# design 1

design_1/final_congestion.png
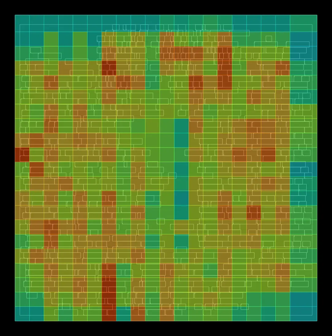

$ cat src/rtl/noc_pkg.sv
// Shared packet layout helpers for the mesh PE adapter: field offsets, pack/unpack, stats width.
// Packing works on a wide scratch vector; callers size-cast to their real packet width.
package noc_pkg;

  localparam int CNT_W     = 16;
  localparam int PKT_MAX_W = 256;

  typedef logic [PKT_MAX_W-1:0] pkt_max_t;

  function automatic int x_lsb();
    return 0;
  endfunction

  function automatic int y_lsb(input int xs);
    return xs;
  endfunction

  function automatic int payload_lsb(input int xs, input int ys);
    return xs + ys;
  endfunction

  function automatic pkt_max_t field_mask(input int w);
    return (pkt_max_t'(1) << w) - pkt_max_t'(1);
  endfunction

  function automatic pkt_max_t pack(input pkt_max_t payload, input pkt_max_t dx,
                                    input pkt_max_t dy, input int xs, input int ys);
    return (payload << payload_lsb(xs, ys)) |
           ((dy & field_mask(ys)) << y_lsb(xs)) |
           ((dx & field_mask(xs)) << x_lsb());
  endfunction

  function automatic pkt_max_t unpack_x(input pkt_max_t pkt, input int xs);
    return (pkt >> x_lsb()) & field_mask(xs);
  endfunction

  function automatic pkt_max_t unpack_y(input pkt_max_t pkt, input int xs, input int ys);
    return (pkt >> y_lsb(xs)) & field_mask(ys);
  endfunction

  function automatic pkt_max_t unpack_payload(input pkt_max_t pkt, input int xs, input int ys);
    return pkt >> payload_lsb(xs, ys);
  endfunction

endpackage

$ cat src/rtl/noc_fifo.sv
// Synchronous FIFO, head visible combinationally (zero-latency read), one push/pop per cycle.
// Full/empty come from the registered count only, so a full FIFO refuses a push even while popping.
module noc_fifo #(
  parameter int WIDTH = 8,
  parameter int DEPTH = 4
) (
  input  logic             clk,
  input  logic             rst,
  input  logic             i_push,
  input  logic             i_pop,
  input  logic [WIDTH-1:0] i_dat,
  output logic [WIDTH-1:0] o_dat,
  output logic             o_full,
  output logic             o_empty
);

  localparam int AW = $clog2(DEPTH);
  localparam logic [AW:0] FULL_CNT = (AW+1)'(DEPTH);

  logic [WIDTH-1:0] r_mem [DEPTH];
  logic [AW-1:0]    r_wr_ptr;
  logic [AW-1:0]    r_rd_ptr;
  logic [AW:0]      r_count;
  logic             w_push;
  logic             w_pop;

  assign o_full  = (r_count == FULL_CNT);
  assign o_empty = (r_count == '0);
  assign w_push  = i_push & ~o_full;
  assign w_pop   = i_pop & ~o_empty;
  assign o_dat   = r_mem[r_rd_ptr];

  always_ff @(posedge clk or posedge rst) begin
    if (rst) begin
      r_wr_ptr <= '0;
      r_rd_ptr <= '0;
      r_count  <= '0;
    end else begin
      if (w_push) r_wr_ptr <= r_wr_ptr + AW'(1);
      if (w_pop)  r_rd_ptr <= r_rd_ptr + AW'(1);
      r_count <= r_count + (AW+1)'(w_push) - (AW+1)'(w_pop);
    end
  end

  // Storage is deliberately not reset; the count alone marks entries valid.
  always_ff @(posedge clk) begin
    if (w_push) r_mem[r_wr_ptr] <= i_dat;
  end

endmodule

$ cat src/rtl/noc_pe_adapter.sv
// PE <-> mesh switch adapter: packs/queues injections, buffers ejections and strips headers; head
// visible the cycle after push, ready from registered occupancy. NOC_ADAPTER_STATS_EN adds counters.
module noc_pe_adapter
  import noc_pkg::*;
#(
  parameter int x_coord     = 0,
  parameter int y_coord     = 0,
  parameter int data_width  = 32,
  parameter int x_size      = 1,
  parameter int y_size      = 1,
  parameter int total_width = x_size + y_size + data_width,
  parameter int INJ_DEPTH   = 4,
  parameter int EJ_DEPTH    = 4
) (
  input  logic                   clk,
  input  logic                   rst,
  input  logic                   s_valid,
  output logic                   s_ready,
  input  logic [data_width-1:0]  s_data,
  input  logic [x_size-1:0]      s_dest_x,
  input  logic [y_size-1:0]      s_dest_y,
  output logic                   o_valid_sw,
  input  logic                   i_ready_sw,
  output logic [total_width-1:0] o_data_sw,
  input  logic                   i_valid_sw,
  output logic                   o_ready_sw,
  input  logic [total_width-1:0] i_data_sw,
  output logic                   m_valid,
  input  logic                   m_ready,
  output logic [data_width-1:0]  m_data,
  output logic                   o_misroute
`ifdef NOC_ADAPTER_STATS_EN
  ,
  output logic [CNT_W-1:0]       inj_cnt,
  output logic [CNT_W-1:0]       ej_cnt
`endif
);

  localparam logic [x_size-1:0] LP_X = x_size'(x_coord);
  localparam logic [y_size-1:0] LP_Y = y_size'(y_coord);

  logic                   w_inj_push;
  logic                   w_inj_pop;
  logic                   w_inj_full;
  logic                   w_inj_empty;
  logic [total_width-1:0] w_inj_pkt;
  logic                   w_ej_push;
  logic                   w_ej_pop;
  logic                   w_ej_full;
  logic                   w_ej_empty;
  logic [total_width-1:0] w_ej_head;
  logic [x_size-1:0]      w_ej_x;
  logic [y_size-1:0]      w_ej_y;
  logic                   r_misroute;

  assign w_inj_pkt = total_width'(pack(PKT_MAX_W'(s_data), PKT_MAX_W'(s_dest_x),
                                       PKT_MAX_W'(s_dest_y), x_size, y_size));

  assign s_ready    = ~w_inj_full;
  assign w_inj_push = s_valid & s_ready;
  assign o_valid_sw = ~w_inj_empty;
  assign w_inj_pop  = o_valid_sw & i_ready_sw;

  noc_fifo #(.WIDTH(total_width), .DEPTH(INJ_DEPTH)) u_inj_fifo (
    .clk     (clk),
    .rst     (rst),
    .i_push  (w_inj_push),
    .i_pop   (w_inj_pop),
    .i_dat   (w_inj_pkt),
    .o_dat   (o_data_sw),
    .o_full  (w_inj_full),
    .o_empty (w_inj_empty)
  );

  assign o_ready_sw = ~w_ej_full;
  assign w_ej_push  = i_valid_sw & o_ready_sw;
  assign m_valid    = ~w_ej_empty;
  assign w_ej_pop   = m_valid & m_ready;
  assign m_data     = data_width'(unpack_payload(PKT_MAX_W'(w_ej_head), x_size, y_size));

  noc_fifo #(.WIDTH(total_width), .DEPTH(EJ_DEPTH)) u_ej_fifo (
    .clk     (clk),
    .rst     (rst),
    .i_push  (w_ej_push),
    .i_pop   (w_ej_pop),
    .i_dat   (i_data_sw),
    .o_dat   (w_ej_head),
    .o_full  (w_ej_full),
    .o_empty (w_ej_empty)
  );

  // A misrouted packet is still delivered; the flag only records that it happened.
  assign w_ej_x = x_size'(unpack_x(PKT_MAX_W'(i_data_sw), x_size));
  assign w_ej_y = y_size'(unpack_y(PKT_MAX_W'(i_data_sw), x_size, y_size));

  always_ff @(posedge clk or posedge rst) begin
    if (rst) begin
      r_misroute <= 1'b0;
    end else if (w_ej_push && ((w_ej_x != LP_X) || (w_ej_y != LP_Y))) begin
      r_misroute <= 1'b1;
    end
  end

  assign o_misroute = r_misroute;

`ifdef NOC_ADAPTER_STATS_EN
  logic [CNT_W-1:0] r_inj_cnt;
  logic [CNT_W-1:0] r_ej_cnt;

  always_ff @(posedge clk or posedge rst) begin
    if (rst) begin
      r_inj_cnt <= '0;
      r_ej_cnt  <= '0;
    end else begin
      if (w_inj_pop && (r_inj_cnt != '1)) r_inj_cnt <= r_inj_cnt + CNT_W'(1);
      if (w_ej_push && (r_ej_cnt != '1))  r_ej_cnt  <= r_ej_cnt + CNT_W'(1);
    end
  end

  assign inj_cnt = r_inj_cnt;
  assign ej_cnt  = r_ej_cnt;
`endif

endmodule
$ cat config.mk
export PLATFORM = sky130hd
export DESIGN_NAME = noc_pe_adapter
export DESIGN_NICKNAME = d
export VERILOG_FILES = /design/src/rtl/noc_pkg.sv /design/src/rtl/noc_fifo.sv /design/src/rtl/noc_pe_adapter.sv
export SDC_FILE = /design/constraint.sdc
export NUM_CORES = 1
export LEC_CHECK = 0
export ABC_CLOCK_PERIOD_IN_PS = 3400
export CAP_MARGIN = 0
export CORE_AREA = 2 2 142 144
export CTS_BUF_LIST = sky130_fd_sc_hd__clkbuf_4 sky130_fd_sc_hd__clkbuf_8
export CTS_CLUSTER_SIZE = 10
export DETAILED_ROUTE_END_ITERATION = 10
export DIE_AREA = 0 0 144 146
export PLACE_DENSITY = 0.84
export SYNTH_ARGS = -nofsm -noshare
export SYNTH_HDL_FRONTEND = slang
export SYNTH_HIERARCHICAL = 1
export SYNTH_SLANG_ARGS = --single-unit
$ cat constraint.sdc
create_clock -name clk -period 3.4 [get_ports clk]
set_clock_uncertainty 0.2 [all_clocks]
set_input_delay 0.68 -clock clk [delete_from_list [all_inputs] [get_ports clk]]
set_output_delay 0.68 -clock clk [all_outputs]
set_load 0.01 [all_outputs]
# design 2

==> src/rtl/snoop_cache_node.sv <==
// snoop_cache_node: per-processor MSI snooping cache node on a 24-bit coherence bus.
// Ports: i_Clk/i_Rst_n (async active-low); processor side i_Req_valid/we/tag/data,
// o_Req_ready, o_Rsp_valid/o_Rsp_data; bus side o_Bus (issued transaction),
// i_Bus_gnt, i_MemBus (read-miss reply), i_Snoop (other nodes' transactions).
// Bus word: [23] valid, [22:21] op (RM/WM/INV/FLUSH), [20:18] tag, [17:11] data,
// [10] write-back present, [9:7] write-back tag, [6:0] write-back data.
// SNOOP_CACHE_STATS_EN adds saturating o_Hit_cnt/o_Miss_cnt lookup counters.
module snoop_cache_node #(
    parameter int N_LINES = 2
) (
    input  logic        i_Clk,
    input  logic        i_Rst_n,
    input  logic        i_Req_valid,
    input  logic        i_Req_we,
    input  logic [2:0]  i_Req_tag,
    input  logic [6:0]  i_Req_data,
    output logic        o_Req_ready,
    output logic        o_Rsp_valid,
    output logic [6:0]  o_Rsp_data,
    output logic [23:0] o_Bus,
    input  logic        i_Bus_gnt,
    input  logic [23:0] i_MemBus,
`ifdef SNOOP_CACHE_STATS_EN
    output logic [7:0]  o_Hit_cnt,
    output logic [7:0]  o_Miss_cnt,
`endif
    input  logic [23:0] i_Snoop
);
    localparam int IW = (N_LINES > 1) ? $clog2(N_LINES) : 1;
    localparam logic [1:0] LI = 2'd0, LS = 2'd1, LM = 2'd2;
    localparam logic [1:0] OP_RM = 2'd0, OP_WM = 2'd1, OP_INV = 2'd2, OP_FL = 2'd3;

    typedef enum logic [1:0] {IDLE, BUS, FILL, RESP} state_t;

    function automatic logic [IW-1:0] ix(input logic [2:0] t);
        return (N_LINES == 1) ? '0 : t[IW-1:0];
    endfunction

    state_t st, st_nx;
    logic [1:0] ln_st [N_LINES];
    logic [2:0] ln_tag [N_LINES];
    logic [6:0] ln_data [N_LINES];
    logic [1:0] eff_st [N_LINES];
    logic [N_LINES-1:0] pend, pend_eff;
    logic [2:0] req_tag;
    logic [6:0] req_data;
    logic [23:0] word;
    logic [IW-1:0] s_idx, l_idx, q_idx, p_idx;
    logic [1:0] l_st, w_op;
    logic s_hit, s_rm_m, s_kill, hit, wb, accept, flush, gnt_done;
    logic unused_bits;

    assign unused_bits = ^{i_MemBus[23:21], i_MemBus[10:0], i_Snoop[17:0]};

    assign s_idx  = ix(i_Snoop[20:18]);
    assign s_hit  = i_Snoop[23] && ln_st[s_idx] != LI && ln_tag[s_idx] == i_Snoop[20:18];
    assign s_rm_m = s_hit && i_Snoop[22:21] == OP_RM && ln_st[s_idx] == LM;
    assign s_kill = s_hit && (i_Snoop[22:21] == OP_WM || i_Snoop[22:21] == OP_INV);

    // Snoop effects are folded in combinationally so a same-cycle lookup sees them.
    always_comb begin
        eff_st   = ln_st;
        pend_eff = '0;
        p_idx    = '0;
        for (int i = N_LINES - 1; i >= 0; i--) begin
            eff_st[i]   = (s_idx == IW'(i) && s_rm_m) ? LS : (s_idx == IW'(i) && s_kill) ? LI : ln_st[i];
            pend_eff[i] = (s_idx == IW'(i) && s_rm_m) || (pend[i] && !(s_idx == IW'(i) && s_kill));
            if (pend_eff[i]) p_idx = IW'(i);
        end
    end

    assign l_idx       = ix(i_Req_tag);
    assign q_idx       = ix(req_tag);
    assign l_st        = eff_st[l_idx];
    assign hit         = l_st != LI && ln_tag[l_idx] == i_Req_tag;
    assign wb          = !hit && l_st == LM;
    assign w_op        = word[22:21];
    // A pending flush (including one raised this cycle) blocks new requests.
    assign o_Req_ready = i_Rst_n && st == IDLE && pend_eff == '0;
    assign accept      = o_Req_ready && i_Req_valid;
    assign flush       = st == IDLE && pend_eff != '0;
    assign gnt_done    = st == BUS && i_Bus_gnt;

    always_ff @(posedge i_Clk or negedge i_Rst_n) begin
        if (!i_Rst_n) st <= IDLE;
        else st <= st_nx;
    end

    always_comb begin
        st_nx       = st;
        o_Bus       = 24'd0;
        o_Rsp_valid = 1'b0;
        o_Rsp_data  = 7'd0;
        case (st)
            IDLE: st_nx = flush ? BUS : !accept ? IDLE : (hit && (!i_Req_we || l_st == LM)) ? RESP : BUS;
            BUS: begin
                o_Bus = word;
                // A flush whose line was invalidated meanwhile is abandoned.
                st_nx = (w_op == OP_FL && !pend_eff[q_idx]) ? IDLE : !i_Bus_gnt ? BUS :
                        w_op == OP_RM ? FILL : w_op == OP_FL ? IDLE : RESP;
            end
            FILL: st_nx = RESP;
            RESP: begin
                st_nx       = IDLE;
                o_Rsp_valid = 1'b1;
                o_Rsp_data  = ln_data[q_idx];
            end
            default: st_nx = IDLE;
        endcase
    end

    always_ff @(posedge i_Clk or negedge i_Rst_n) begin
        if (!i_Rst_n) begin
            for (int i = 0; i < N_LINES; i++) begin
                ln_st[i]   <= LI;
                ln_tag[i]  <= 3'd0;
                ln_data[i] <= 7'd0;
            end
            pend     <= '0;
            req_tag  <= 3'd0;
            req_data <= 7'd0;
            word     <= 24'd0;
        end else begin
            for (int i = 0; i < N_LINES; i++) ln_st[i] <= eff_st[i];
            pend <= pend_eff;
            if (flush) begin
                req_tag <= ln_tag[p_idx];
                word    <= {1'b1, OP_FL, ln_tag[p_idx], ln_data[p_idx], 1'b1, ln_tag[p_idx], ln_data[p_idx]};
            end else if (accept) begin
                req_tag  <= i_Req_tag;
                req_data <= i_Req_data;
                word     <= {1'b1, hit ? OP_INV : i_Req_we ? OP_WM : OP_RM, i_Req_tag,
                             i_Req_we ? i_Req_data : 7'd0, wb, wb ? {ln_tag[l_idx], ln_data[l_idx]} : 10'd0};
                if (hit && i_Req_we && l_st == LM) ln_data[l_idx] <= i_Req_data;
            end
            // Losing the line while waiting for the bus: an upgrade becomes a full
            // write miss, and any victim write-back is stale.
            if (st == BUS && w_op != OP_FL && s_kill && s_idx == q_idx) begin
                word[22:21] <= (w_op == OP_INV) ? OP_WM : w_op;
                word[10]    <= 1'b0;
            end
            if (gnt_done && w_op != OP_RM) pend[q_idx] <= 1'b0;
            if (gnt_done && (w_op == OP_WM || w_op == OP_INV)) begin
                ln_st[q_idx]   <= LM;
                ln_tag[q_idx]  <= req_tag;
                ln_data[q_idx] <= req_data;
            end
            if (st == FILL) begin
                ln_st[q_idx]   <= LS;
                ln_tag[q_idx]  <= req_tag;
                ln_data[q_idx] <= (i_MemBus[20:18] == req_tag) ? i_MemBus[17:11] : 7'd0;
                pend[q_idx]    <= 1'b0;
            end
        end
    end

`ifdef SNOOP_CACHE_STATS_EN
    always_ff @(posedge i_Clk or negedge i_Rst_n) begin
        if (!i_Rst_n) begin
            o_Hit_cnt  <= 8'd0;
            o_Miss_cnt <= 8'd0;
        end else if (accept) begin
            if (hit) o_Hit_cnt <= o_Hit_cnt + 8'(o_Hit_cnt != 8'hFF);
            else o_Miss_cnt <= o_Miss_cnt + 8'(o_Miss_cnt != 8'hFF);
        end
    end
`endif
endmodule

==> config.mk <==
export PLATFORM = sky130hd
export DESIGN_NAME = snoop_cache_node
export DESIGN_NICKNAME = d
export VERILOG_FILES = /design/src/rtl/snoop_cache_node.sv
export SDC_FILE = /design/constraint.sdc
export NUM_CORES = 1
export LEC_CHECK = 0
export ABC_AREA = 1
export CAP_MARGIN = 25
export CORE_UTILIZATION = 35
export CTS_CLUSTER_DIAMETER = 40
export DETAILED_ROUTE_END_ITERATION = 8
export PLACE_DENSITY = 0.63
export SKIP_CTS_REPAIR_TIMING = 1
export SKIP_LAST_GASP = 1
export SLEW_MARGIN = 20
export SYNTH_ARGS = -nofsm -noshare
export SYNTH_HDL_FRONTEND = slang
export SYNTH_SLANG_ARGS = --single-unit
==> constraint.sdc <==
create_clock -name i_Clk -period 2.46 [get_ports i_Clk]
set_input_delay 0.492 -clock i_Clk [delete_from_list [all_inputs] [get_ports i_Clk]]
set_output_delay 0.492 -clock i_Clk [all_outputs]
set_load 0.05 [all_outputs]

## Gallery

Placement by cell class.
shot_01.png
(4 px per um) Fill, decap, tap and diode cells in gray.
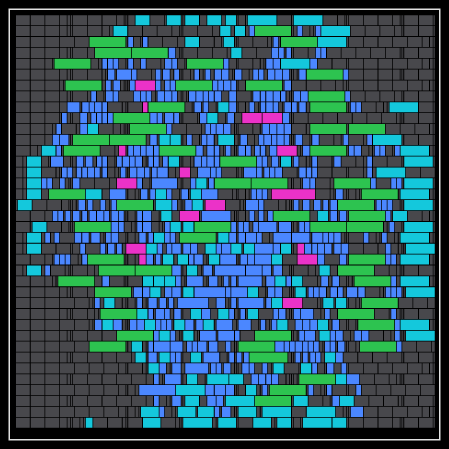
shot_02.png
(3 px per um) Fill, decap, tap and diode cells in gray.
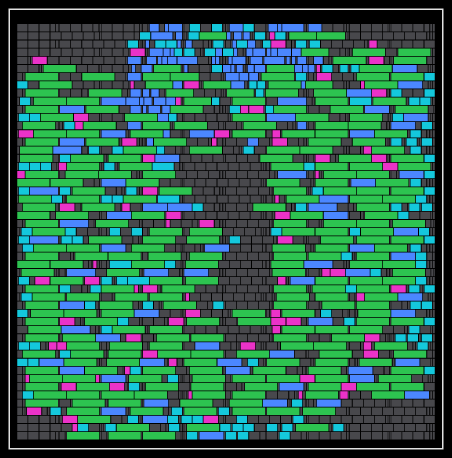
Of these, largest die: shot_02.png
shot_01.png: design 2
shot_02.png: design 1

Key to shot_01.png:
magenta -> clock drivers and dummy loads  # cells 16
cyan -> other buffers and delay cells  # cells 132
blue -> all other logic  # cells 490
green -> flip-flops  # cells 59

design_2/metal_stack.png
(4 px per um)
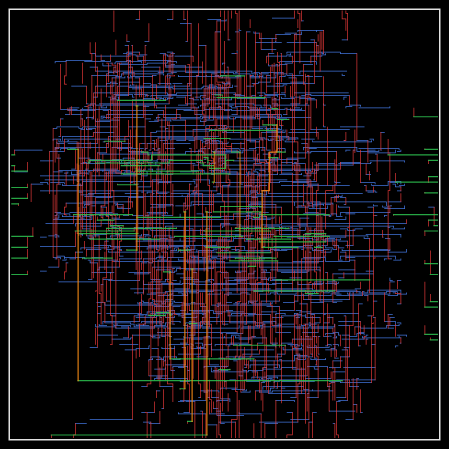
green -> met3  # wire length 832 um
orange -> met4  # wire length 317 um
red -> met2  # wire length 5580 um
blue -> met1  # wire length 5300 um
Tot GR Track Use: 0.2187
DR WL/cell: 14.38 um
Final Routed Wirelength: 12040 um
via count: 4211

design_2/final_congestion.png
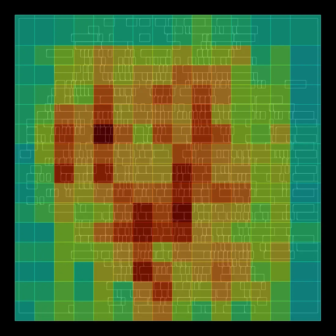
GR met2 Demand/Resource: 0.3364
global routing usage on met3: 0.03753

==> results.txt, design 2 <==
The run has ended; figures from its reports follow.

The flow ran to the end, but the final reports show violations. The checks that failed: negative setup slack. The design draws 5947 uW.

The core outline area is roughly 11000 sq um. The post-route antenna net violation count is 0. The flop count is 59. The CTS tree is built.

The report puts the cell count of the worst reg-to-reg path at 16. The power of the sequential group came out at roughly 1600 uW. The netlist area before placement is 3879 sq um. The number of setup violations in the final report came out at 1. For reference, the clock transition at the flip-flops on the worst setup and hold paths is 70 ps. The count of inserted tapcells came out at 140. The area occupied by multi-input gates came out at ~2100 sq um. The proportion of cell area spent on the clock network came out at 0.03370.

The met1 wire length came out at ~5300 um. The sum of net half-perimeters after detailed placement came out at approximately 8900 um. Measured on the final layout, buffering overhead outside the clock network stands at 0.2496. The routed via count divided by cell count is just over 5.

In the post-synthesis netlist, the biggest area contributors are sky130_fd_sc_hd__dfrtp_1 (38%), sky130_fd_sc_hd__nand2_1 (12%), sky130_fd_sc_hd__o21ai_0 (9.9%). The clock buffer count from CTS came out at 9. The relative area change from synthesis to final layout is 48.35%.

The yosys-reported design area after synthesis came out at 3879 sq um. The number of cell instances after yosys synthesis came out at between 500 and 600. Per the layout report, the design carries about 130 non-clock buffers. The number of clock sinks is slightly below 60.

The relative slew slack is 0.4968. Global routing finished with a remaining overflow of 0. The number of hold violations in the final report came out at 0.

The core utilization of the finished layout came out at 0.5308. The most repeated library cell on the critical path is sky130_fd_sc_hd__nand2_4. The filler cell count in the final layout is 1024. The root buffer cell is sky130_fd_sc_hd__clkbuf_8.

The multi-input combinational cell count came out at approximately 400. The worst path setup slack after routing came out at -118.9 ps. Measured along the x axis, the die boundary spans roughly 110 um. met1 track demand over resource after global routing is 0.2987. The met2 layer wire length in the routed design is 5584 um.
==> design 2: layout by cell type, fill, tap and decap left out, types with 17 or more instances in the layout <==
cell type | Yosys | final
sky130_fd_sc_hd__clkdlybuf4s50_1 | 0 | 23
sky130_fd_sc_hd__buf_12 | 0 | 27
sky130_fd_sc_hd__a21oi_1 | 41 | 39
sky130_fd_sc_hd__nor2_1 | 74 | 72
sky130_fd_sc_hd__nand2_1 | 120 | 102
sky130_fd_sc_hd__o21ai_0 | 77 | 71
sky130_fd_sc_hd__buf_4 | 2 | 70
sky130_fd_sc_hd__nand2_2 | 5 | 17
sky130_fd_sc_hd__nand3_1 | 31 | 31
sky130_fd_sc_hd__inv_1 | 83 | 80
sky130_fd_sc_hd__dfrtp_1 | 59 | 58
==> design 2: kinds of logic after synthesis <==
logic type                 after synthesis  synth area share
buffers and inverters                  108            0.1123
and+or+nand+nor                        256            0.2961
adders and majority gates                5           0.01613
AOI/OAI and AO/OA                      137            0.1881
DFF                                     59            0.3806
xor gates and xnor gates                 3          0.006775
design_1/pdn.png
(3 px per um) Pins as bars on the die edge. Tap cells in gray.
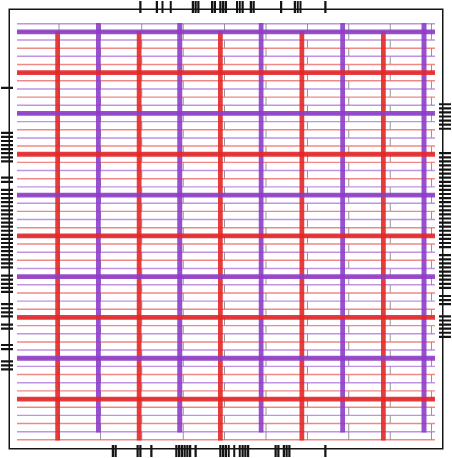
red -> VSS
purple -> VDD
tap cells = 265
met1 rails = 52
rows = 51
signal pins = 145
met5 straps = 10

About design_1/final_congestion.png:
Tot GR Track Use: 0.1863
GRT Max-Usage Layer: met2
utilization after layout: 0.6869

==> results.txt, design 1 <==
The run has ended; figures from its reports follow.

The global routing met1 resource utilization is 0.2346. Summed over all cells, the static leakage comes to 0.004483 uW. The wire length on met3 came out at between 1500 and 2000 um. The Yosys warning count is 6.

The source of the critical timing path is u_inj_fifo/r_rd_ptr[0]. The total die size came out at ~21000 sq um. The endpoint of the lowest-slack register-to-register path is u_inj_fifo/r_count[2]. Prior to clock tree synthesis, the placed netlist has a worst setup slack of 401.6 ps. In the setup report, the worst path falls into the class reg2out.

The maximum number of pins on one net before global-route repair is 36. The run finished with clean final reports. The combinational share of power came out at 0.346. For reference, the post-synthesis area per instance comes to between 20 and 25 sq um.

The internal power came out at approximately 8100 uW. The total global routing overflow is 0. The final max-slew violation count is 0. The final antenna diode tally reported by the flow is 0. The power report puts the net switching power at between 3000 and 4000 uW. Per the CTS log, the root buffer master is sky130_fd_sc_hd__clkbuf_8. The maximum resistive drop on vdd came out at approximately 0.5 mV. The fraction of final layout cells sized beyond drive strength 1 is 0.2219. The smallest clock period supported by the final layout is computed as 3260 ps.

The most critical min-delay path falls under in2async.
design 1: state kept, by name, summed over array words and instances (netlist names):
signal,cells
u_ej_fifo/r_mem,128
u_ej_fifo/r_wr_ptr,2
u_ej_fifo/r_rd_ptr,2
u_inj_fifo/r_count,3
o_misroute,1
u_inj_fifo/r_wr_ptr,2
u_ej_fifo/r_count,3
u_inj_fifo/r_mem,136
u_inj_fifo/r_rd_ptr,2
design 1: critical path, stage by stage (launching register included):
cell and delay [ps]:
sky130_fd_sc_hd__dfrtp_2 510, sky130_fd_sc_hd__buf_12 240, sky130_fd_sc_hd__mux4_2 510, sky130_fd_sc_hd__clkdlybuf4s50_1 560
design 1: stage by stage:
stage                       util  instance area [sq um]  cells  total power [uW]
after floorplan                -                  10670    442              7176
after global placement    0.6441                  12450    851              8755
after detailed placement  0.6441                  12450    851              8931
after CTS                 0.6869                  13280    932             11590
after global routing      0.6869                  13280    932             12020
final                     0.6869                  13280    932             11430
design 1: cell type report:
class,count,area (sq um)
repair buffers,160,1624
inverters,19,71.32
clock buffers,59,718.2
clock inverters,22,110.1
fillers,1188,6053
multi-input cells,128,2121
well taps,265,331.6
flip-flops and latches,279,8305

# design 3

design_3/metal_stack.png
(3 px per um)
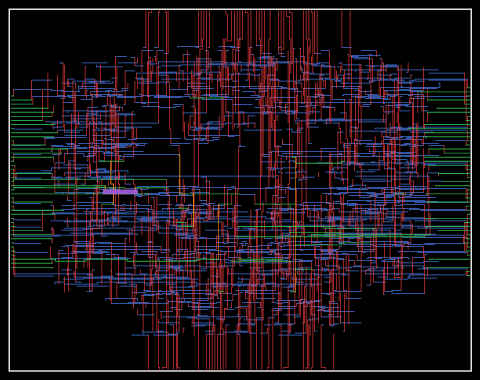

<file path="src/rtl/mac_pkg.sv">
// Shared MAC-array definitions: default widths, drain FSM states and a small
// index helper used by the result drain.
package mac_pkg;

  localparam int ACC_W_DEF  = 32;
  localparam int DATA_W_DEF = 16;

  typedef enum logic [1:0] {
    DRAIN_IDLE = 2'd0,
    DRAIN_SEND = 2'd1,
    DRAIN_FIN  = 2'd2
  } drain_state_e;

  // Row-major successor of a 2x2 element index; 3 wraps back to 0.
  function automatic logic [1:0] next_idx(input logic [1:0] idx);
    return idx + 2'd1;
  endfunction

endpackage

</file>
<file path="src/rtl/mac_sat_shift.sv">
// Arithmetic right shift of a signed accumulator followed by signed
// saturation into OUT_W bits; flags when clipping occurred.
module mac_sat_shift #(
  parameter int ACC_W = 32,
  parameter int OUT_W = 16,
  parameter int SHIFT = 0
) (
  input  logic signed [ACC_W-1:0] acc,
  output logic signed [OUT_W-1:0] data,
  output logic                    sat
);

  localparam int HI_W = ACC_W - OUT_W + 1;

  logic signed [ACC_W-1:0] shifted_s;
  logic        [HI_W-1:0]  hi_s;

  assign shifted_s = acc >>> SHIFT;
  // The value fits when every bit from the output sign bit upward agrees.
  assign hi_s      = shifted_s[ACC_W-1:OUT_W-1];

  // Pass through in range, otherwise clip to the signed extreme of the sign.
  always_comb begin
    data = shifted_s[OUT_W-1:0];
    sat  = 1'b0;
    if ((hi_s == {HI_W{1'b0}}) || (hi_s == {HI_W{1'b1}})) begin
      data = shifted_s[OUT_W-1:0];
      sat  = 1'b0;
    end else if (shifted_s[ACC_W-1]) begin
      data = {1'b1, {(OUT_W-1){1'b0}}};
      sat  = 1'b1;
    end else begin
      data = {1'b0, {(OUT_W-1){1'b1}}};
      sat  = 1'b1;
    end
  end

endmodule

</file>
<file path="src/rtl/mac_result_drain.sv">
// Drain side of the 2x2 MAC array: snapshots the accumulators on start,
// streams four scaled results row-major over valid/ready, then pulses clear.
module mac_result_drain
  import mac_pkg::*;
#(
  parameter int ACC_W = ACC_W_DEF,
  parameter int OUT_W = DATA_W_DEF,
  parameter int SHIFT = 0
) (
  input  logic                    clk,
  input  logic                    rst,
  input  logic                    start,
  input  logic signed [ACC_W-1:0] acc_in [2][2],
  output logic                    busy,
  output logic signed [OUT_W-1:0] out_data,
  output logic        [1:0]       out_idx,
  output logic                    out_sat,
  output logic                    out_last,
  output logic                    out_valid,
  input  logic                    out_ready,
  output logic                    clear_req,
  output logic                    done
);

  drain_state_e            state_q, state_d;
  logic        [1:0]       idx_q, idx_d;
  logic signed [ACC_W-1:0] snap_q [2][2];
  logic signed [ACC_W-1:0] snap_d [2][2];
  logic                    handshake_s;
  logic signed [ACC_W-1:0] sel_acc_s;
  logic signed [OUT_W-1:0] sat_data_s;
  logic                    sat_flag_s;

  assign handshake_s = (state_q == DRAIN_SEND) && out_ready;
  assign sel_acc_s   = snap_q[idx_q[1]][idx_q[0]];

  // State register.
  always_ff @(posedge clk or posedge rst) begin
    if (rst) begin
      state_q <= DRAIN_IDLE;
    end else begin
      state_q <= state_d;
    end
  end

  // Next-state logic.
  always_comb begin
    state_d = state_q;
    case (state_q)
      DRAIN_IDLE: begin
        if (start) begin
          state_d = DRAIN_SEND;
        end else begin
          state_d = DRAIN_IDLE;
        end
      end
      DRAIN_SEND: begin
        if (handshake_s && (idx_q == 2'd3)) begin
          state_d = DRAIN_FIN;
        end else begin
          state_d = DRAIN_SEND;
        end
      end
      DRAIN_FIN: state_d = DRAIN_IDLE;
      default:   state_d = DRAIN_IDLE;
    endcase
  end

  // Snapshot capture and beat index advance; start is only heard in IDLE.
  always_comb begin
    idx_d  = idx_q;
    snap_d = snap_q;
    case (state_q)
      DRAIN_IDLE: begin
        idx_d = 2'd0;
        if (start) begin
          snap_d = acc_in;
        end else begin
          snap_d = snap_q;
        end
      end
      DRAIN_SEND: begin
        if (handshake_s) begin
          idx_d = next_idx(idx_q);
        end else begin
          idx_d = idx_q;
        end
      end
      DRAIN_FIN: idx_d = 2'd0;
      default:   idx_d = 2'd0;
    endcase
  end

  // Datapath registers.
  always_ff @(posedge clk or posedge rst) begin
    if (rst) begin
      idx_q <= 2'd0;
      for (int r = 0; r < 2; r++) begin
        for (int c = 0; c < 2; c++) begin
          snap_q[r][c] <= {ACC_W{1'b0}};
        end
      end
    end else begin
      idx_q  <= idx_d;
      snap_q <= snap_d;
    end
  end

  mac_sat_shift #(
    .ACC_W (ACC_W),
    .OUT_W (OUT_W),
    .SHIFT (SHIFT)
  ) u_sat_shift (
    .acc  (sel_acc_s),
    .data (sat_data_s),
    .sat  (sat_flag_s)
  );

  // Outputs decode only the state, index and snapshot flops, so beats hold
  // steady under backpressure and read zero outside SEND.
  always_comb begin
    busy      = 1'b0;
    out_valid = 1'b0;
    out_data  = {OUT_W{1'b0}};
    out_idx   = 2'd0;
    out_sat   = 1'b0;
    out_last  = 1'b0;
    clear_req = 1'b0;
    done      = 1'b0;
    case (state_q)
      DRAIN_SEND: begin
        busy      = 1'b1;
        out_valid = 1'b1;
        out_data  = sat_data_s;
        out_idx   = idx_q;
        out_sat   = sat_flag_s;
        out_last  = (idx_q == 2'd3);
      end
      DRAIN_FIN: begin
        busy      = 1'b1;
        clear_req = 1'b1;
        done      = 1'b1;
      end
      default: begin
        busy = 1'b0;
      end
    endcase
  end

endmodule

</file>
<file path="config.mk">
export PLATFORM = sky130hd
export DESIGN_NAME = mac_result_drain
export DESIGN_NICKNAME = d
export VERILOG_FILES = /design/src/rtl/mac_pkg.sv /design/src/rtl/mac_sat_shift.sv /design/src/rtl/mac_result_drain.sv
export SDC_FILE = /design/constraint.sdc
export NUM_CORES = 1
export LEC_CHECK = 0
export ABC_CLOCK_PERIOD_IN_PS = 10600
export CAP_MARGIN = 15
export CORE_ASPECT_RATIO = 0.75
export CORE_MARGIN = 10
export CORE_UTILIZATION = 45
export DETAILED_ROUTE_END_ITERATION = 10
export PLACE_DENSITY = 0.83
export SLEW_MARGIN = 25
export SYNTH_ARGS = -nofsm -noshare
export SYNTH_HDL_FRONTEND = slang
export SYNTH_SLANG_ARGS = --single-unit
</file>
<file path="constraint.sdc">
create_clock -name clk -period 10.6 [get_ports clk]
set_input_delay 2.12 -clock clk [delete_from_list [all_inputs] [get_ports clk]]
set_output_delay 2.12 -clock clk [all_outputs]
set_load 0.1 [all_outputs]
</file>
# design 4

**config.mk**
```make
export PLATFORM = sky130hd
export DESIGN_NAME = rcdc_launch_3g
export DESIGN_NICKNAME = d
export VERILOG_FILES = /design/src/rtl/rcdc_pkg.sv /design/src/rtl/rcdc_fifo.sv /design/src/rtl/rcdc_launch_3g.sv
export SDC_FILE = /design/constraint.sdc
export NUM_CORES = 1
export LEC_CHECK = 0
export CAP_MARGIN = 20
export CELL_PAD_IN_SITES_DETAIL_PLACEMENT = 0
export CELL_PAD_IN_SITES_GLOBAL_PLACEMENT = 1
export CORE_MARGIN = 10
export CORE_UTILIZATION = 25
export DETAILED_ROUTE_END_ITERATION = 10
export PLACE_DENSITY = 0.47
export SKIP_CTS_REPAIR_TIMING = 1
export SYNTH_ARGS = -nofsm -noshare
export SYNTH_HDL_FRONTEND = slang
export SYNTH_SLANG_ARGS = --single-unit
```
**constraint.sdc**
```tcl
create_clock -name clk_3g -period 2.52 [get_ports clk_3g]
set_input_delay 0.63 -clock clk_3g [delete_from_list [all_inputs] [get_ports clk_3g]]
set_output_delay 0.63 -clock clk_3g [all_outputs]
set_load 0.05 [all_outputs]
```
**src/rtl/rcdc_pkg.sv**
```systemverilog
// Shared defaults, phase type and a popcount helper for the related-clock 3:2 launch stage.
package rcdc_pkg;

  localparam int RCDC_RATIO_M_DEF = 3;
  localparam logic [RCDC_RATIO_M_DEF-1:0] RCDC_LAUNCH_MASK_DEF = 3'b101;

  typedef logic [$clog2(RCDC_RATIO_M_DEF)-1:0] phase_t;

  // Launch slots per frame; sets the sustainable word rate.
  function automatic int unsigned rcdc_popcount(input logic [31:0] v);
    int unsigned n;
    n = 0;
    for (int i = 0; i < 32; i++) begin
      if (v[i]) n++;
    end
    return n;
  endfunction

endpackage

```
**src/rtl/rcdc_fifo.sv**
```systemverilog
// Synchronous FIFO, registered storage, head read from memory (no push-to-head bypass).
// Push is ignored when full and pop when empty; fill is a separate up/down counter.
module rcdc_fifo
  import rcdc_pkg::*;
#(
  parameter int DATA_W = 8,
  parameter int DEPTH  = 4
) (
  input  logic                       clk_3g,
  input  logic                       rst,
  input  logic                       push_i,
  input  logic [DATA_W-1:0]          push_dat_i,
  input  logic                       pop_i,
  output logic [DATA_W-1:0]          head_o,
  output logic                       full_o,
  output logic                       empty_o,
  output logic [$clog2(DEPTH):0]     fill_o
);

  localparam int AW = $clog2(DEPTH);

  logic [DATA_W-1:0] mem_q [DEPTH];
  logic [AW-1:0]     wr_ptr_q, wr_ptr_d;
  logic [AW-1:0]     rd_ptr_q, rd_ptr_d;
  logic [AW:0]       fill_q, fill_d;
  logic              push_ok, pop_ok;

  assign full_o  = (fill_q == (AW+1)'(DEPTH));
  assign empty_o = (fill_q == '0);
  assign push_ok = push_i & ~full_o;
  assign pop_ok  = pop_i & ~empty_o;
  assign head_o  = mem_q[rd_ptr_q];
  assign fill_o  = fill_q;

  always_comb begin
    wr_ptr_d = wr_ptr_q;
    rd_ptr_d = rd_ptr_q;
    fill_d   = fill_q;
    if (push_ok) wr_ptr_d = wr_ptr_q + AW'(1);
    if (pop_ok)  rd_ptr_d = rd_ptr_q + AW'(1);
    case ({push_ok, pop_ok})
      2'b10:   fill_d = fill_q + (AW+1)'(1);
      2'b01:   fill_d = fill_q - (AW+1)'(1);
      default: fill_d = fill_q;
    endcase
  end

  always_ff @(posedge clk_3g) begin
    if (rst) begin
      wr_ptr_q <= '0;
      rd_ptr_q <= '0;
      fill_q   <= '0;
    end else begin
      wr_ptr_q <= wr_ptr_d;
      rd_ptr_q <= rd_ptr_d;
      fill_q   <= fill_d;
    end
  end

  // Storage needs no reset: the pointers and fill define what is valid.
  always_ff @(posedge clk_3g) begin
    if (push_ok) mem_q[wr_ptr_q] <= push_dat_i;
  end

endmodule

```
**src/rtl/rcdc_launch_3g.sv**
```systemverilog
// Fast-side launch stage: buffers words and updates tx_* only at the end of launch phases,
// one cycle after the launch decision; in_ready drops when the FIFO is full.
module rcdc_launch_3g
  import rcdc_pkg::*;
#(
  parameter int                   DATA_W      = 8,
  parameter int                   RATIO_M     = RCDC_RATIO_M_DEF,
  parameter logic [RATIO_M-1:0]   LAUNCH_MASK = RCDC_LAUNCH_MASK_DEF,
  parameter int                   DEPTH       = 4
) (
  input  logic                        clk_3g,
  input  logic                        rst,
  input  logic                        sync_i,
  input  logic                        in_valid,
  output logic                        in_ready,
  input  logic [DATA_W-1:0]           in_data,
  output logic                        tx_valid,
  output logic [DATA_W-1:0]           tx_data,
  output logic                        frame_o,
  output logic [$clog2(RATIO_M)-1:0]  phase_o,
  output logic [$clog2(DEPTH):0]      fill_o
);

  localparam int          PH_W     = $clog2(RATIO_M);
  localparam int unsigned LAUNCHES = rcdc_popcount(32'(LAUNCH_MASK));

  if (LAUNCHES == 0) begin : g_bad_mask
    $fatal(1, "rcdc_launch_3g: LAUNCH_MASK must have at least one launch phase");
  end
  if (RATIO_M < 2) begin : g_bad_ratio
    $fatal(1, "rcdc_launch_3g: RATIO_M must be at least 2");
  end
  if (DEPTH < 2 || (DEPTH & (DEPTH - 1)) != 0) begin : g_bad_depth
    $fatal(1, "rcdc_launch_3g: DEPTH must be a power of 2, at least 2");
  end

  logic [PH_W-1:0]   phase_q, phase_d;
  logic              tx_valid_q, tx_valid_d;
  logic [DATA_W-1:0] tx_data_q, tx_data_d;
  logic              launch, push, pop, full, empty;
  logic [DATA_W-1:0] head;

  assign launch   = LAUNCH_MASK[phase_q];
  assign in_ready = ~full;
  assign push     = in_valid & ~full;
  assign pop      = launch & ~empty;

  rcdc_fifo #(
    .DATA_W (DATA_W),
    .DEPTH  (DEPTH)
  ) u_fifo (
    .clk_3g     (clk_3g),
    .rst        (rst),
    .push_i     (push),
    .push_dat_i (in_data),
    .pop_i      (pop),
    .head_o     (head),
    .full_o     (full),
    .empty_o    (empty),
    .fill_o     (fill_o)
  );

  // sync_i only steers the next phase; this cycle still launches on the current one.
  always_comb begin
    phase_d = phase_q + PH_W'(1);
    if (sync_i || phase_q == PH_W'(RATIO_M - 1)) phase_d = '0;
  end

  always_comb begin
    tx_valid_d = tx_valid_q;
    tx_data_d  = tx_data_q;
    if (launch) begin
      tx_valid_d = ~empty;
      if (!empty) tx_data_d = head;
    end
  end

  always_ff @(posedge clk_3g) begin
    if (rst) begin
      phase_q    <= '0;
      tx_valid_q <= 1'b0;
      tx_data_q  <= '0;
    end else begin
      phase_q    <= phase_d;
      tx_valid_q <= tx_valid_d;
      tx_data_q  <= tx_data_d;
    end
  end

  assign tx_valid = tx_valid_q;
  assign tx_data  = tx_data_q;
  assign phase_o  = phase_q;
  assign frame_o  = (phase_q == PH_W'(RATIO_M - 1));

endmodule

```
# design 5

--- config.mk ---
export PLATFORM = sky130hd
export DESIGN_NAME = fetch_buffer
export DESIGN_NICKNAME = d
export VERILOG_FILES = /design/src/rtl/fetch_buffer.sv
export SDC_FILE = /design/constraint.sdc
export NUM_CORES = 1
export LEC_CHECK = 0
export ABC_AREA = 1
export CAP_MARGIN = 10
export CORE_MARGIN = 2
export CORE_UTILIZATION = 54
export CTS_CLUSTER_DIAMETER = 60
export DETAILED_ROUTE_END_ITERATION = 8
export PLACE_DENSITY = 0.87
export RECOVER_POWER = 50
export REMOVE_ABC_BUFFERS = 1
export SLEW_MARGIN = 30
export SYNTH_ARGS = -nofsm -noshare
export SYNTH_HDL_FRONTEND = slang
export SYNTH_SLANG_ARGS = --single-unit
--- constraint.sdc ---
create_clock -name s_clk_i -period 9.2 [get_ports s_clk_i]
set_clock_uncertainty 0.2 [all_clocks]
set_input_delay 1.84 -clock s_clk_i [delete_from_list [all_inputs] [get_ports s_clk_i]]
set_output_delay 1.84 -clock s_clk_i [all_outputs]
set_load 0.005 [all_outputs]
--- src/rtl/fetch_buffer.sv ---
// fetch_buffer: in-order instruction fetch buffer between fetch and decode.
//
// Every bus request reserves a slot, so a response always finds room. A
// flush empties the buffer and marks every still-outstanding response for
// silent discard; requests issued in the flush cycle belong to the new
// stream and are kept.
//
// Optional feature macro: IFB_BYPASS_EN
//   defined   - a response arriving at an empty, non-dropping buffer is
//               presented to decode in the same cycle (and not stored if
//               decode pops it immediately).
//   undefined - response-to-output latency is always one cycle.
//
// Ports:
//   s_clk_i        clock
//   s_reset_i      synchronous active-high reset
//   s_flush_i      discard buffered entries and in-flight responses
//   s_req_i        fetch issues a bus request (consumes a reservation)
//   s_req_ok_o     a reservation is available (registered state only)
//   s_rsp_val_i    fetch response valid, in request order
//   s_rsp_data_i   fetch response payload
//   s_val_o        head entry valid
//   s_data_o       head entry, zero when s_val_o is low
//   s_pop_i        decode consumes the head entry
//   s_cnt_o        number of buffered entries

package p_hardisc;
    localparam int unsigned IFB_WIDTH = 36;
endpackage

module fetch_buffer #(
    parameter int unsigned DEPTH = 4,
    parameter int unsigned WIDTH = p_hardisc::IFB_WIDTH
) (
    input  logic                       s_clk_i,
    input  logic                       s_reset_i,
    input  logic                       s_flush_i,
    input  logic                       s_req_i,
    output logic                       s_req_ok_o,
    input  logic                       s_rsp_val_i,
    input  logic [WIDTH-1:0]           s_rsp_data_i,
    output logic                       s_val_o,
    output logic [WIDTH-1:0]           s_data_o,
    input  logic                       s_pop_i,
    output logic [$clog2(DEPTH+1)-1:0] s_cnt_o
);

    localparam int unsigned PW = $clog2(DEPTH);
    localparam int unsigned CW = $clog2(DEPTH+1);
    // Outstanding/drop counters need headroom: after a flush the abandoned
    // requests are still in flight while the new stream reserves again.
    localparam int unsigned OW = CW + 2;

    logic [WIDTH-1:0] mem [DEPTH];
    logic [PW-1:0]    rd, wr;
    logic [CW-1:0]    cnt;
    logic [OW-1:0]    ocnt, dcnt;
    logic [OW-1:0]    live;

    logic req, push, drop, byp, pop, wr_en, rd_adv;

    assign live       = OW'(cnt) + ocnt - dcnt;
    assign s_req_ok_o = live < OW'(DEPTH);
    assign s_cnt_o    = cnt;

    always_comb begin
        req  = s_req_i && s_req_ok_o;
        drop = s_rsp_val_i && (dcnt != '0);
        push = s_rsp_val_i && (dcnt == '0) && !s_flush_i;
`ifdef IFB_BYPASS_EN
        byp  = push && (cnt == '0);
`else
        byp  = 1'b0;
`endif
        s_val_o  = (cnt != '0) || byp;
        s_data_o = s_val_o ? (byp ? s_rsp_data_i : mem[rd]) : '0;
        pop      = s_pop_i && s_val_o;
        // A bypassed entry popped in its arrival cycle is never stored.
        wr_en    = push && !(byp && pop);
        rd_adv   = pop && (cnt != '0);
    end

    always_ff @(posedge s_clk_i) begin
        if (s_reset_i) begin
            rd   <= '0;
            wr   <= '0;
            cnt  <= '0;
            ocnt <= '0;
            dcnt <= '0;
        end else if (s_flush_i) begin
            rd   <= '0;
            wr   <= '0;
            cnt  <= '0;
            dcnt <= ocnt - OW'(s_rsp_val_i);
            ocnt <= ocnt - OW'(s_rsp_val_i) + OW'(req);
        end else begin
            if (wr_en)  wr <= wr + PW'(1);
            if (rd_adv) rd <= rd + PW'(1);
            cnt  <= cnt + CW'(wr_en) - CW'(rd_adv);
            ocnt <= ocnt + OW'(req) - OW'(s_rsp_val_i);
            if (drop) dcnt <= dcnt - OW'(1);
        end
    end

    // Payload storage is not reset; wr_en already excludes flush cycles.
    always_ff @(posedge s_clk_i) begin
        if (!s_reset_i && wr_en) mem[wr] <= s_rsp_data_i;
    end

    a_req_ok: assert property (@(posedge s_clk_i) disable iff (s_reset_i)
        s_req_i |-> s_req_ok_o);
    a_rsp_outstanding: assert property (@(posedge s_clk_i) disable iff (s_reset_i)
        s_rsp_val_i |-> (ocnt != '0));
    a_no_overflow: assert property (@(posedge s_clk_i) disable iff (s_reset_i)
        wr_en |-> (cnt != CW'(DEPTH)));
    a_drop_bound: assert property (@(posedge s_clk_i) disable iff (s_reset_i)
        dcnt <= ocnt);

endmodule

design_3/cell_classes.png
(3 px per um) Fill, decap, tap and diode cells in gray.
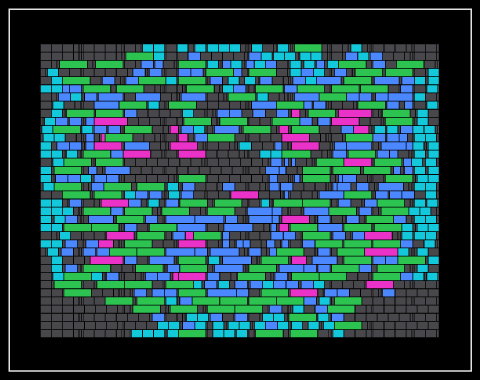
magenta -> clock drivers and dummy loads  # cells 32
cyan -> other buffers and delay cells  # cells 158
green -> flip-flops  # cells 132
blue -> all other logic  # cells 209
utilization after layout: 0.6396
summed area of non-filler cells in the final layout: 8325 sq um
number of cell rows: 36
core footprint: 13020 sq um
sequential portion of the cell area: 0.3971

design_3/clock_map.png
(2 px per um)
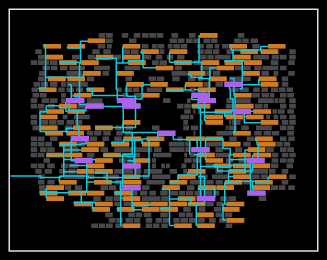
purple -> cells driving clock nets  # count 17
cyan -> clock wires  # length 1630 um
orange -> flip-flops  # count 132
routed clock nets = 18
flops lie = spread over the die

About design_3/metal_stack.png:
green -> met3  # wire length 1230 um
blue -> met1  # wire length 6920 um
orange -> met4  # wire length 106 um
red -> met2  # wire length 7240 um
purple -> met5  # wire length 10.1 um

==> results.txt, design 3 <==
The run has ended; figures from its reports follow.

The flow ran to the end, and the final reports show no timing, DRC or antenna violations. No sink is reached through more buffers than the 2 on the longest clock path. The relative slew slack is 0.3142. The skew report gives the latency at the later pin of the worst-skew pair as 410 ps. The share of synthesized registers carrying an async set or reset is 1.000. The slowest library cell on the worst path is sky130_fd_sc_hd__clkdlybuf4s50_1. After synthesis, the netlist uses 29 different library cells. The maximum cell stage delay along the critical path came out at between 1000 and 1500 ps.

The count of buffers inserted at the top-level ports came out at 155. The worst-case IR drop observed on VDD is 0.3468 mV. The number of multi-input combinational cells in the layout is just over 200. between 150 and 200 I/O pins were placed. The H-tree depth reported by CTS came out at 4. By area the synthesized netlist is led by sky130_fd_sc_hd__dfrtp_1 (55%), sky130_fd_sc_hd__mux2_2 (24%), sky130_fd_sc_hd__mux4_2 (8.6%).

In this run the top signal layer used is met5. The netlist area before placement came out at ~6000 sq um. There are approximately 130 flip-flops and latches.

On the critical path the largest part of the delay comes from buffers and inverters. The endpoint of the lowest-slack register-to-register path is snap_q[87]. The slew at the pin closest to its max-slew limit is 1026 ps.

The layout report lists the combined flip-flop and latch area as about 3300 sq um. The biggest slice of the total power is consumed by combinational logic. STA shows the worst min-delay path finishing at snap_q[44].

The endpoint class of the critical path is an output pin. The share of total power dissipated in sequential elements is 0.304. The average size of a mapped cell came out at between 15 and 20 sq um.

The met1 wire length came out at roughly 7000 um. Per report_power, the Sequential row totals around 940 uW. The initial antenna violation count is 2. The startpoint of the lowest-slack register-to-register path is state_q[0].

By instance count after routing, the leading logic cell type is sky130_fd_sc_hd__clkdlybuf4s50_1. The count of plain and timing-repair buffers in the layout is 158.
[design 3: state kept, by name, summed over array words and instances (netlist names)]
register and count:
idx_q 2, snap_q 128, state_q 2
[design 3: Yosys cell counts (2+ instances only)]
library cell,n
sky130_fd_sc_hd__or4_4,2
sky130_fd_sc_hd__buf_1,3
sky130_fd_sc_hd__nor4_1,2
sky130_fd_sc_hd__ha_1,4
sky130_fd_sc_hd__nor2_1,2
sky130_fd_sc_hd__dfrtp_1,132
sky130_fd_sc_hd__and2_1,4
sky130_fd_sc_hd__buf_2,3
sky130_fd_sc_hd__mux4_1,9
sky130_fd_sc_hd__buf_4,3
sky130_fd_sc_hd__buf_6,2
sky130_fd_sc_hd__nand4_1,4
sky130_fd_sc_hd__mux4_2,23
sky130_fd_sc_hd__inv_1,4
sky130_fd_sc_hd__mux2_2,128
sky130_fd_sc_hd__clkbuf_1,13
sky130_fd_sc_hd__o21a_1,16
[design 3: per-stage QoR]
stage / power [uW] / hold slack (ps)
after floorplan: 2102 / 470.4
after global placement: 2426 / 481.8
after detailed placement: 2469 / 488.3
after CTS: 3116 / 501.1
after global routing: 3238 / 509.4
final: 3097 / 502.1
design_4/pdn.png
(4 px per um) Pins as bars on the die edge. Tap cells in gray.
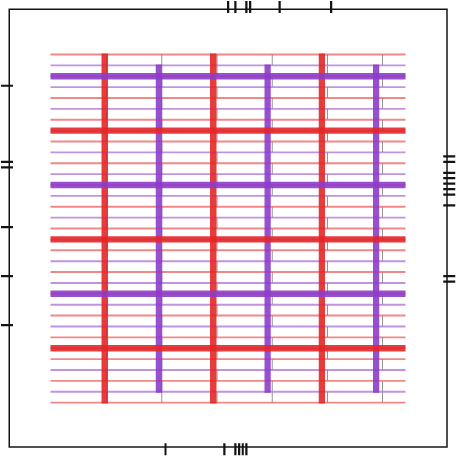
red -> VSS
purple -> VDD
met4 straps = 6
rows = 32
signal pins = 28
tap cells = 102
worst vdd ir: 0.2565 mV
vertical die size: 109.0 um
Die Wd: 109.0 um
core footprint: 7727 sq um

==> results.txt, design 4 <==
The run has ended; figures from its reports follow.

Looking at area per cell type in the netlist, the leader is sky130_fd_sc_hd__edfxtp_1. The floorplan report gives the top-level pin count as 28. The number of iterations in the first detailed-routing pass came out at 4. The number of cell instances after yosys synthesis came out at between 100 and 150. The sequential area share after synthesis is 0.6667.

Looking at the clock tree report, the root buffer type is sky130_fd_sc_hd__clkbuf_8. The number of buffers between clock root and the deepest sink came out at 2. After synthesis, the share of flip-flops with an asynchronous set or reset is 0. The cell-mix breakdown from Yosys lists the simple-gate area share as 0.08144. In this run, the synthesized area fraction spent on xor and xnor cells is recorded as 0.008838. Routability-driven placement finished with a final weighted congestion of ~0.68. The post-placement cell area is 2377 sq um. For the worst reg-to-reg path, the startpoint reported by OpenROAD is u_fifo.fill_o[2].

The later pin in the worst-skew pair is clocked with a latency of about 290 ps. The run finished with clean final reports. The number of placement rows came out at 32.

Per the detailed-route log, wirelength across all metal layers totals 4058 um. The number of logged tool warnings came out at 30. STA classifies the critical path endpoint as an output pin.

After routing the design area is about 2500 sq um. The dominant cell by count in the synthesized netlist is sky130_fd_sc_hd__edfxtp_1. The path class of the lowest-slack min-delay path is reg2reg.

The global routing report lists combined usage of all routing layers as 0.07351. Hold analysis lists the worst path endpoint as phase_o[0]. The clock period could shrink to between 2000 and 2500 ps.

The number of standard cells in the final layout excluding fillers came out at around 270. Per the final report, max-transition violations number 0. Per STA, the worst path is made up of inv_1 > ha_4 > clkdlybuf4s50_1. The clock skew came out at around 6.3 ps. The number of nets handed over by synthesis was approximately 160.

The area share of the largest cell type after synthesis came out at 0.4848. The synthesized netlist cell count came out at about 140. TritonCTS built the clock tree. The worst hold path stage count is 1. The worst setup path is launched from a register.
==> design 4: metal layers <==
layer  global-route usage  wire length (um)
met3              0.02478               189
met1              0.07982              1729
met5                    0                 0
met4              0.03578                62
met2               0.1260              2076
==> design 4: area by class of cell <==
type,instances,area (sq um)
Inverter,9,33.78
Fill cell,783,5241
Multi-Input combinational cell,73,591.8
Sequential cell,50,1324
Clock inverter,1,30.03
Tap cell,102,127.6
Timing Repair Buffer,31,302.8
Clock buffer,7,76.32
==> design 4: cells by family (layout without fill, tap and decap cells) <==
family | Yosys count | after routing
and+or+nand+nor | 35 | 35
adders and majority gates | 8 | 8
buffers and inverters | 17 | 48
xor gates and xnor gates | 2 | 2
muxes | 8 | 8
AOI/OAI and AO/OA | 20 | 20
DFF | 50 | 50
==> design 4: where the power goes <==
part	internal [uW]	switching (uW)
Clock	297	247
Sequential	1020	120
Combinational	401	614
==> design 4: state kept, by name (all words and copies together) (netlist names) <==
name	count
u_fifo.rd_ptr_q	2
phase_o	2
tx_data	8
u_fifo.mem_q	32
tx_valid	1
u_fifo.fill_o	3
u_fifo.wr_ptr_q	2
design_5/clock_map.png
(3 px per um)
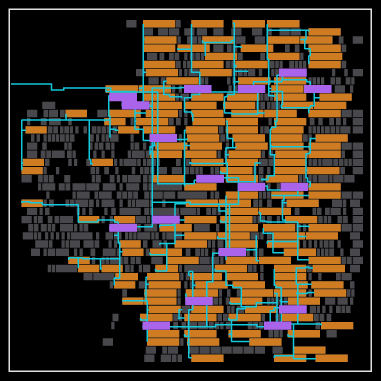
orange -> flip-flops  # count 163
cyan -> clock wires  # length 1580 um
purple -> cells driving clock nets  # count 17
routed clock nets = 18

==> results.txt, design 5 <==
The run has ended; figures from its reports follow.

TritonCTS built the clock tree. The cell family with the largest share of critical-path delay is adder cells. The tree is rooted in a sky130_fd_sc_hd__clkbuf_16.

The maximum resistive drop on vdd is about 0.15 mV. The clock network power came out at between 600 and 700 uW. Per the log, the first TritonRoute iteration ended with a DRC count of ~500. Including well taps, the total number of placed cells is 895. The synthesized netlist occupies a cell area of approximately 7300 sq um. The count of hold buffers inserted by post-cts repair is 0. OpenSTA lists the critical path endpoint as s_req_ok_o.

The main flop type is sky130_fd_sc_hd__edfxtp_1. The total die size came out at between 10000 and 15000 sq um. The relative slew slack is 0.2768. After detailed routing, the met3 layer carries between 1000 and 1500 um of wire. The plain and repair buffers instantiated in the layout total about 91. The via count of the routed design came out at 5136. The capture point of the worst register-to-register path is recorded as ocnt[4].

The power of the sequential group came out at approximately 850 uW. Looking at the global route congestion table, the highest-usage layer is met2. The cell that appears most often on the critical path is sky130_fd_sc_hd__nand2_1. The fraction of area in multi-input gates is 0.2376. The timing report gives the clock slew at the launch and capture registers of the worst setup and hold paths as ~60 ps.

For the worst-skew pair, the clock arrives at the later sink with an insertion delay of 420 ps. The non-clock buffering overhead in the final layout came out at 0.1132. The antenna cell count came out at 2. The sequential cell area is 4707 sq um. Looking at the reg2reg group, the worst path starts from s_cnt_o[1].

Ranked by total cell area, the synthesized netlist is headed by sky130_fd_sc_hd__edfxtp_1 (59%), sky130_fd_sc_hd__nor2_1 (8.3%), sky130_fd_sc_hd__dfxtp_1 (5.2%). The DRC violations left is 0. The run finished with clean final reports. Per the CTS log, the buffer count on the longest clock path is 2.
[design 5: cells by family (layout without fill, tap and decap cells)]
logic type,after synthesis,after routing,synth area share
simple gates,237,237,0.1327
flops,163,163,0.6455
compound gates,142,142,0.09751
buf+inv,82,178,0.06850
fa+ha+maj,28,28,0.05219
xor+xnor,3,3,0.003606
other cells,0,2,0
[design 5: cell usage in the layout, fill, tap and decap left out, drive strengths merged]
master | synthesis | layout
buf | 25 | 9
clkbuf | 2 | 17
diode | 0 | 2
edfxtp | 144 | 144
nand2 | 42 | 42
dlygate4sd3 | 0 | 40
o21ai | 87 | 87
fa | 4 | 4
a21oi | 55 | 55
clkinvlp | 0 | 3
clkinv | 0 | 8
inv | 55 | 59
nor2 | 166 | 166
nand3 | 24 | 24
ha | 24 | 24
nor3 | 1 | 1
clkdlybuf4s50 | 0 | 42
dfxtp | 19 | 19
nand3b | 1 | 1
nand4 | 3 | 3
xnor2 | 3 | 3
[design 5: worst min-delay path by stage]
stage	start	to
4_1_cts	rd[1]	register
6_report	rd[1]	register
5_1_grt	rd[0]	register
3_3_place_gp	rd[1]	register
2_1_floorplan	rd[1]	register
3_5_place_dp	rd[0]	rd[0]


==> layout pictures side by side <==
Power grid.
image #1
(3 px per um) Pins as bars on the die edge. Tap cells in gray.
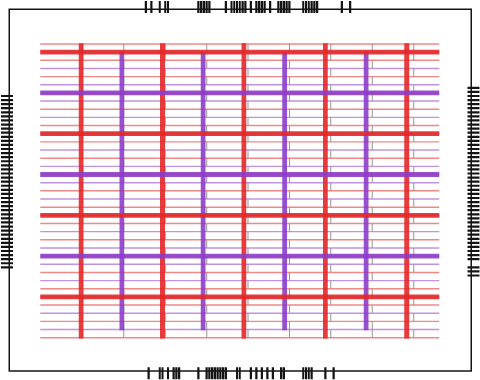
image #2
(4 px per um) Pins as bars on the die edge. Tap cells in gray.
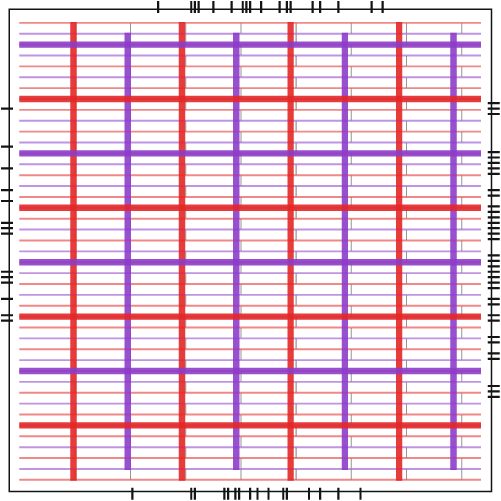
image #3
(4 px per um) Pins as bars on the die edge. Tap cells in gray.
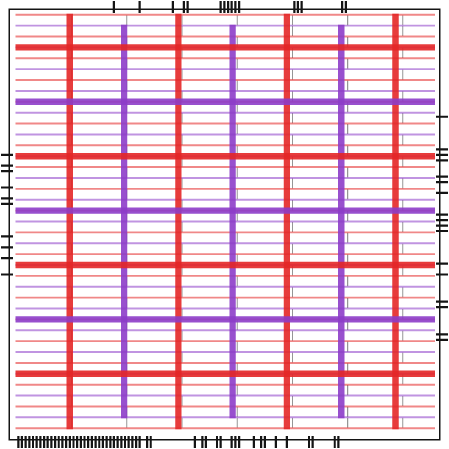
Of these, most pins: image #1
Of these, largest die: image #1
design 3: image #1
design 2: image #3
design 5: image #2

No activity file was given, so power comes from the tool's default toggle rates.
